==================== chi_stage
===== src/rtl/chi_stage.sv =====
// chi_stage: registered chi step on one NxN plane, valid/ready in and out,
// 2-entry skid buffer so in_ready comes straight from a flop.
//
// Ports:
//   clk, rst_n           clock, async active-low reset
//   in_valid/in_ready    upstream handshake; in_data is the N*N plane
//   out_valid/out_ready  downstream handshake; out_data is the chi result
//   iota_bit             only with CHI_STAGE_IOTA_EN: XORed into bit 0
//
// Optional macro: CHI_STAGE_IOTA_EN
module chi_stage #(
    parameter int N = 5
) (
    input  logic           clk,
    input  logic           rst_n,
    input  logic           in_valid,
    output logic           in_ready,
    input  logic [N*N-1:0] in_data,
`ifdef CHI_STAGE_IOTA_EN
    input  logic           iota_bit,
`endif
    output logic           out_valid,
    input  logic           out_ready,
    output logic [N*N-1:0] out_data
);

    localparam int W = N * N;

    // state bits are {skid_v, main_v}
    typedef enum logic [1:0] {
        EMPTY = 2'b00,
        ONE   = 2'b01,
        BAD   = 2'b10,
        FULL  = 2'b11
    } state_t;

    state_t         state_q, state_d;
    logic [W-1:0]   main_q, main_d;
    logic [W-1:0]   skid_q, skid_d;
    logic [W-1:0]   f_in;
    logic           in_xfer;
    logic           out_xfer;

    function automatic logic [W-1:0] chi(input logic [W-1:0] a);
        logic [W-1:0] r;
        r = '0;
        for (int y = 0; y < N; y++) begin
            for (int x = 0; x < N; x++) begin
                r[y*N+x] = a[y*N+x]
                         ^ (~a[y*N+(x+1)%N] & a[y*N+(x+2)%N]);
            end
        end
        return r;
    endfunction

    always_comb begin
        f_in = chi(in_data);
`ifdef CHI_STAGE_IOTA_EN
        f_in[0] = f_in[0] ^ iota_bit;
`endif
    end

    assign in_ready  = ~state_q[1];
    assign out_valid = state_q[0];
    assign out_data  = main_q;

    assign in_xfer  = in_valid & in_ready;
    assign out_xfer = out_valid & out_ready;

    always_comb begin
        state_d = state_q;
        main_d  = main_q;
        skid_d  = skid_q;
        case (state_q)
            EMPTY: begin
                if (in_xfer) begin
                    main_d  = f_in;
                    state_d = ONE;
                end
            end
            ONE: begin
                if (in_xfer && out_xfer) begin
                    main_d = f_in;
                end else if (out_xfer) begin
                    state_d = EMPTY;
                end else if (in_xfer) begin
                    // downstream stalled: park the new word
                    skid_d  = f_in;
                    state_d = FULL;
                end
            end
            FULL: begin
                if (out_xfer) begin
                    main_d  = skid_q;
                    state_d = ONE;
                end
            end
            default: begin
                state_d = EMPTY;
            end
        endcase
    end

    always_ff @(posedge clk or negedge rst_n) begin
        if (!rst_n) begin
            state_q <= EMPTY;
            main_q  <= '0;
            skid_q  <= '0;
        end else begin
            state_q <= state_d;
            main_q  <= main_d;
            skid_q  <= skid_d;
        end
    end

endmodule


===== config.mk =====
export PLATFORM = sky130hd
export DESIGN_NAME = chi_stage
export DESIGN_NICKNAME = d
export VERILOG_FILES = /design/src/rtl/chi_stage.sv
export SDC_FILE = /design/constraint.sdc
export NUM_CORES = 1
export LEC_CHECK = 0
export ABC_AREA = 1
export CAP_MARGIN = 20
export CORE_ASPECT_RATIO = 0.7
export CORE_MARGIN = 2
export CORE_UTILIZATION = 56
export CTS_CLUSTER_DIAMETER = 120
export DETAILED_ROUTE_END_ITERATION = 10
export HOLD_SLACK_MARGIN = 0.06
export PLACE_DENSITY = 0.9
export SYNTH_ARGS = -nofsm -noshare
export SYNTH_HDL_FRONTEND = slang
export SYNTH_SLANG_ARGS = --single-unit

===== constraint.sdc =====
create_clock -name clk -period 3.09 [get_ports clk]
set_clock_uncertainty 0.15 [all_clocks]
set_input_delay 0.309 -clock clk [delete_from_list [all_inputs] [get_ports clk]]
set_output_delay 0.309 -clock clk [all_outputs]
set_load 0.005 [all_outputs]

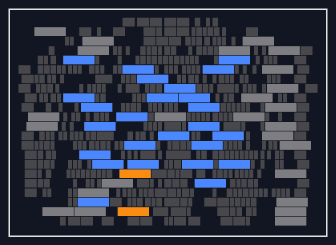
*Sequential cells colored by netlist name, chi_stage*
Other sequential cells in the stronger gray, the rest of the logic in the fainter gray.
Key: orange = state_q [sequential cells 2]; blue = skid_q [sequential cells 25, where center]

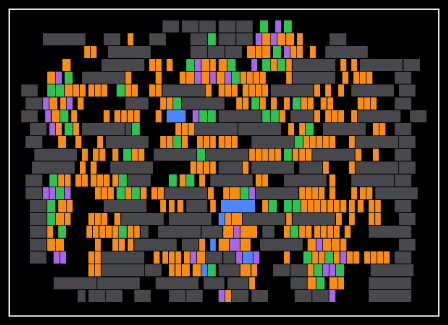
*Gate-type map, chi_stage*
Key: purple = inverters [cells 32, where all over the die]; green = inverting AOI/OAI gates [cells 51]; blue = NOR gates [cells 6]; orange = NAND gates [cells 269]
Comb area share: 39.85%
Final Instance Count excl. Fillers: 552
Top cell excl fill/tap: nand2_1

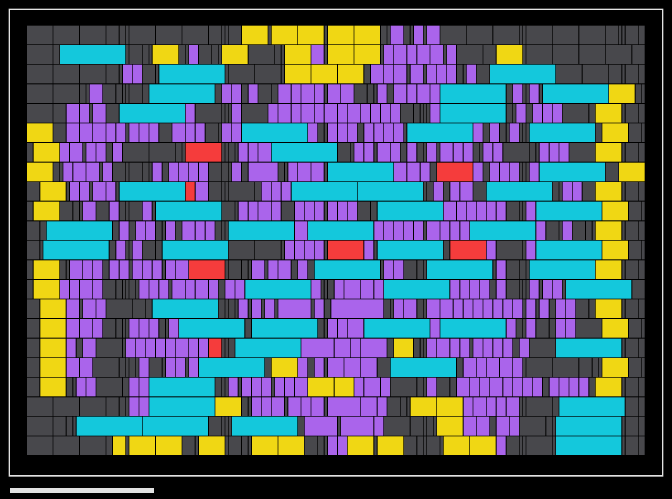
*Cells colored by class, chi_stage*
Bar = 20 µm. Fill, decap, tap and diode cells in gray.
Key: red = clock drivers and dummy loads [cells 7, share of their area 2.2%]; cyan = flops [cells 52, share of their area 37%]; purple = combinational and other logic [cells 363, share of their area 44%]; yellow = other buffers and delay cells [cells 58, share of their area 16%]

==> Changelog: implementation <==
### Implementation results

- DRT antenna net count: 0
- Registers: 52
- Internal power: 0.001765 W
- Most frequent cell on the critical path: nand2_1
- Max Clock Freq: 484.7 MHz
- Simple-Gate Area Share: 37.85%
- Yosys warnings: 0
- Die X: 90.68 µm
- P_comb: 0.00147 W
- Xor+xnor area frac: 0%
- CP delay by family, top: simple AND/OR/NAND/NOR gates
- Multi-In Gates: 331
- Well tap count: 72
- Synth Cell Area: 0.002945 mm²
- Top Layout Cells: 234 x nand2_1, 54 x clkdlybuf4s50_1, 52 x dfrtp_1, 50 x o21ai_0, 29 x inv_1
- Post-synth EDFFs: 0
- Clock root cell: clkbuf_8
- Worst setup path endpoint: skid_q[3]
- Final setup vio count: 0
- Average wire per standard cell: 11.98 µm
- Area fraction in compound gates: 8.666%
- Grt met3 use: 3.488%
- Core ar.: 0.005147 mm²
- R2R setup slack: 1030 ps
- Height of the die: 64.68 µm
- Hold Vio Cnt, Final: 0
- Crit path cell chain: inv_2 -> ha_1 -> nand2_2 -> nor2_4 -> nand2_1 -> nand2_1
- Gpl congestion: 0.8813
- CP Buf/Inv Count: 1
- WHS Endpoint: out_data[12]
- Tool Warnings: 30
- Post-synthesis sequential area ratio: 44.18%
- M1 GR Usage: 28.88%
- HP Class: reg2reg
- Final-layout clock buffer total: 6
- Crit path launch type: flip-flop
- R2R Path Start: state_q[1]
- Cell row count: 22
- Mux share: 0%
- Deepest clock path buffer count: 2
- Pre-CTS setup slack: 796.2 ps
- Io pins: 56
- P_sw: 0.001230 W
- Most numerous cell in the Yosys netlist: nand2_1
- Net Sw Frac: 41.07%
- Top class by area: combinational gates
- Cell area leaders: dfrtp_1 44%, nand2_1 30%, o21ai_0 8.5%
- Antenna violations before repair: 0
- CTS tree: done
- Port bufs: 55
- Max-slew violation count: 0
- Cells after synthesis: 430
- Syn Area/Cell: 6.850 µm²
- Outcome: completed
- PnR worst setup slack: 1027 ps

==================== scan_decoder
`src/rtl/scan_decoder.sv`:
```
// rtl/scan_decoder.sv - registered one-hot channel decoder with direct, scan, sweep and hold modes
//
// Ports:
//   clk   in   rising-edge clock
//   rst   in   synchronous active-high reset
//   w     in   [SEL_W-1:0] direct index / scan or sweep start index
//   e     in   enable; low forces y to zero and pauses stepping
//   mode  in   [1:0] 00 direct, 01 scan, 10 one-shot sweep, 11 hold
//   load  in   one-cycle strobe; in scan/sweep loads idx from w and restarts dwell
//   y     out  [0:OUTS-1] registered one-hot strobes, y[0] is channel 0
//   idx   out  [SEL_W-1:0] current registered channel index
//   busy  out  high while a sweep is running
//   wrap  out  one-cycle pulse when a scan steps from OUTS-1 to 0
//   done  out  one-cycle pulse when a sweep completes
module scan_decoder #(
    parameter int SEL_W = 4,
    parameter int DWELL = 3,
    parameter int DW_W  = 8,
    localparam int OUTS = 1 << SEL_W
) (
    input  logic             clk,
    input  logic             rst,
    input  logic [SEL_W-1:0] w,
    input  logic             e,
    input  logic [1:0]       mode,
    input  logic             load,
    output logic [0:OUTS-1]  y,
    output logic [SEL_W-1:0] idx,
    output logic             busy,
    output logic             wrap,
    output logic             done
);

    typedef enum logic {
        S_IDLE,
        S_RUN
    } state_t;

    localparam logic [1:0]       M_DIRECT   = 2'b00;
    localparam logic [1:0]       M_SCAN     = 2'b01;
    localparam logic [1:0]       M_HOLD     = 2'b11;
    localparam logic [DW_W-1:0]  DWELL_LAST = DW_W'(DWELL - 1);
    localparam logic [SEL_W-1:0] IDX_LAST   = '1;

    state_t           state_q, state_d;
    logic [SEL_W-1:0] idx_q, idx_d;
    logic [DW_W-1:0]  dwell_q, dwell_d;
    logic [0:OUTS-1]  y_q, y_d;
    logic             busy_q, busy_d;
    logic             wrap_q, wrap_d;
    logic             done_q, done_d;
    // Last non-hold mode seen; hold excursions leave it untouched so that
    // returning to the same mode resumes rather than counting as a change.
    logic [1:0]       mode_q, mode_d;

    logic             mode_chg;
    logic [SEL_W-1:0] step_idx;
    logic [DW_W-1:0]  step_dwell;
    logic             step_wrap;
    logic             sweep_end;

    function automatic logic [0:OUTS-1] onehot(input logic [SEL_W-1:0] k);
        logic [0:OUTS-1] v;
        v    = '0;
        v[k] = 1'b1;
        return v;
    endfunction

    // One enabled dwell step shared by scan and sweep.
    always_comb begin
        step_idx   = idx_q;
        step_dwell = dwell_q + DW_W'(1);
        step_wrap  = 1'b0;
        if (dwell_q == DWELL_LAST) begin
            step_idx   = idx_q + SEL_W'(1);
            step_dwell = '0;
            step_wrap  = (idx_q == IDX_LAST);
        end
    end

    assign mode_chg  = (mode != M_HOLD) && (mode != mode_q);
    assign sweep_end = (idx_q == IDX_LAST) && (dwell_q == DWELL_LAST);

    always_comb begin
        state_d = state_q;
        idx_d   = idx_q;
        dwell_d = dwell_q;
        y_d     = y_q;
        busy_d  = busy_q;
        wrap_d  = 1'b0;
        done_d  = 1'b0;
        mode_d  = mode_q;

        if (mode == M_HOLD) begin
            // everything frozen; pulses already defaulted low
        end else if (mode_chg) begin
            // Mode change outranks load and stepping; idx is kept, y blanked.
            mode_d  = mode;
            dwell_d = '0;
            state_d = S_IDLE;
            busy_d  = 1'b0;
            y_d     = '0;
        end else if (mode == M_DIRECT) begin
            idx_d   = w;
            dwell_d = '0;
            y_d     = e ? onehot(w) : '0;
        end else if (mode == M_SCAN) begin
            if (load) begin
                idx_d   = w;
                dwell_d = '0;
            end else if (e) begin
                idx_d   = step_idx;
                dwell_d = step_dwell;
                wrap_d  = step_wrap;
            end
            y_d = e ? onehot(idx_d) : '0;
        end else begin
            if (load) begin
                idx_d   = w;
                dwell_d = '0;
                state_d = S_RUN;
                busy_d  = 1'b1;
                y_d     = e ? onehot(w) : '0;
            end else if (state_q == S_RUN && e) begin
                if (sweep_end) begin
                    // idx stays on the last channel; no wrap in sweep
                    state_d = S_IDLE;
                    busy_d  = 1'b0;
                    done_d  = 1'b1;
                    dwell_d = '0;
                    y_d     = '0;
                end else begin
                    idx_d   = step_idx;
                    dwell_d = step_dwell;
                    y_d     = onehot(step_idx);
                end
            end else begin
                y_d = '0;
            end
        end
    end

    always_ff @(posedge clk) begin
        if (rst) begin
            state_q <= S_IDLE;
            idx_q   <= '0;
            dwell_q <= '0;
            y_q     <= '0;
            busy_q  <= 1'b0;
            wrap_q  <= 1'b0;
            done_q  <= 1'b0;
            // Adopt the applied mode so the first edge after reset is not a mode change.
            mode_q  <= mode;
        end else begin
            state_q <= state_d;
            idx_q   <= idx_d;
            dwell_q <= dwell_d;
            y_q     <= y_d;
            busy_q  <= busy_d;
            wrap_q  <= wrap_d;
            done_q  <= done_d;
            mode_q  <= mode_d;
        end
    end

    assign y    = y_q;
    assign idx  = idx_q;
    assign busy = busy_q;
    assign wrap = wrap_q;
    assign done = done_q;

endmodule

```
`config.mk`:
```
export PLATFORM = sky130hd
export DESIGN_NAME = scan_decoder
export DESIGN_NICKNAME = d
export VERILOG_FILES = /design/src/rtl/scan_decoder.sv
export SDC_FILE = /design/constraint.sdc
export NUM_CORES = 1
export LEC_CHECK = 0
export CAP_MARGIN = 0
export CORE_MARGIN = 2
export CORE_UTILIZATION = 38
export CTS_CLUSTER_SIZE = 28
export DETAILED_ROUTE_END_ITERATION = 12
export HOLD_SLACK_MARGIN = 0.05
export PLACE_DENSITY = 0.66
export SKIP_CTS_REPAIR_TIMING = 1
export SLEW_MARGIN = 20
export SYNTH_ARGS = -nofsm -noshare
export SYNTH_HDL_FRONTEND = slang
export SYNTH_SLANG_ARGS = --single-unit
```
`constraint.sdc`:
```
create_clock -name clk -period 3.7 [get_ports clk]
set_input_delay 0.74 -clock clk [delete_from_list [all_inputs] [get_ports clk]]
set_output_delay 0.74 -clock clk [all_outputs]
set_load 0.05 [all_outputs]
```
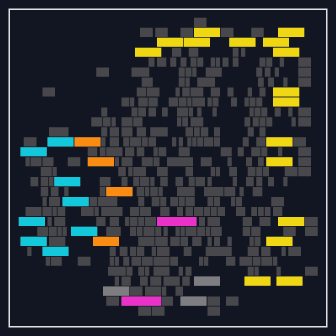
*Sequential cells colored by netlist name, scan_decoder*
Other sequential cells in the stronger gray, the rest of the logic in the fainter gray.
Key: yellow = y [sequential cells 16]; magenta = mode_q [sequential cells 2]; cyan = dwell_q [sequential cells 8]; orange = idx [sequential cells 4]
Seq/total area: 22.36%
final core utilization: 45.56%
sequential power: 0.000383 W

==> Changelog: implementation <==
### Implementation results

- Clock latency on the worst-skew pair: 300 ps
- HP Class: reg2reg
- Crit path launch type: primary input
- Met2 Track Usage GR: 34.90%
- Deepest clock path buffer count: 2
- Clk tree area frac: 2.713%
- Crit path max fanout: 11
- Reg area: 680.7 µm²
- Syn Area/Cell: 7.403 µm²
- Share of layout cells above drive strength 1: 7.859%
- Seq pwr share: 43.8%
- WHS Endpoint: y[5]
- M1 GR Usage: 27.72%
- Final setup vio count: 0
- Fin area: 0.003044 mm²
- Largest net degree at the start of global routing: 18
- Outcome: completed
- Critical path's largest stage delay: 570 ps
- Xor+xnor area frac: 3.740%
- FFs w/ async S/R, synth: 0%
- Routed wl met3: 491 µm
- Yosys warnings: 0
- Post-synthesis sequential area ratio: 26.42%
- Synth top cells by count: 35 x nand2_1, 32 x nor2_1, 31 x dfxtp_1


## Gallery

Clock routing.
panel A
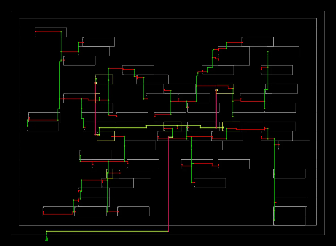
panel B
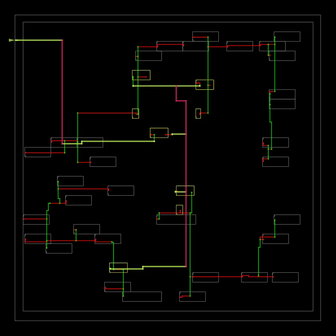
Panel A comes from chi_stage.
Panel B comes from scan_decoder.
- most sequential cells: panel A

Power and IR drop assume default switching activity.
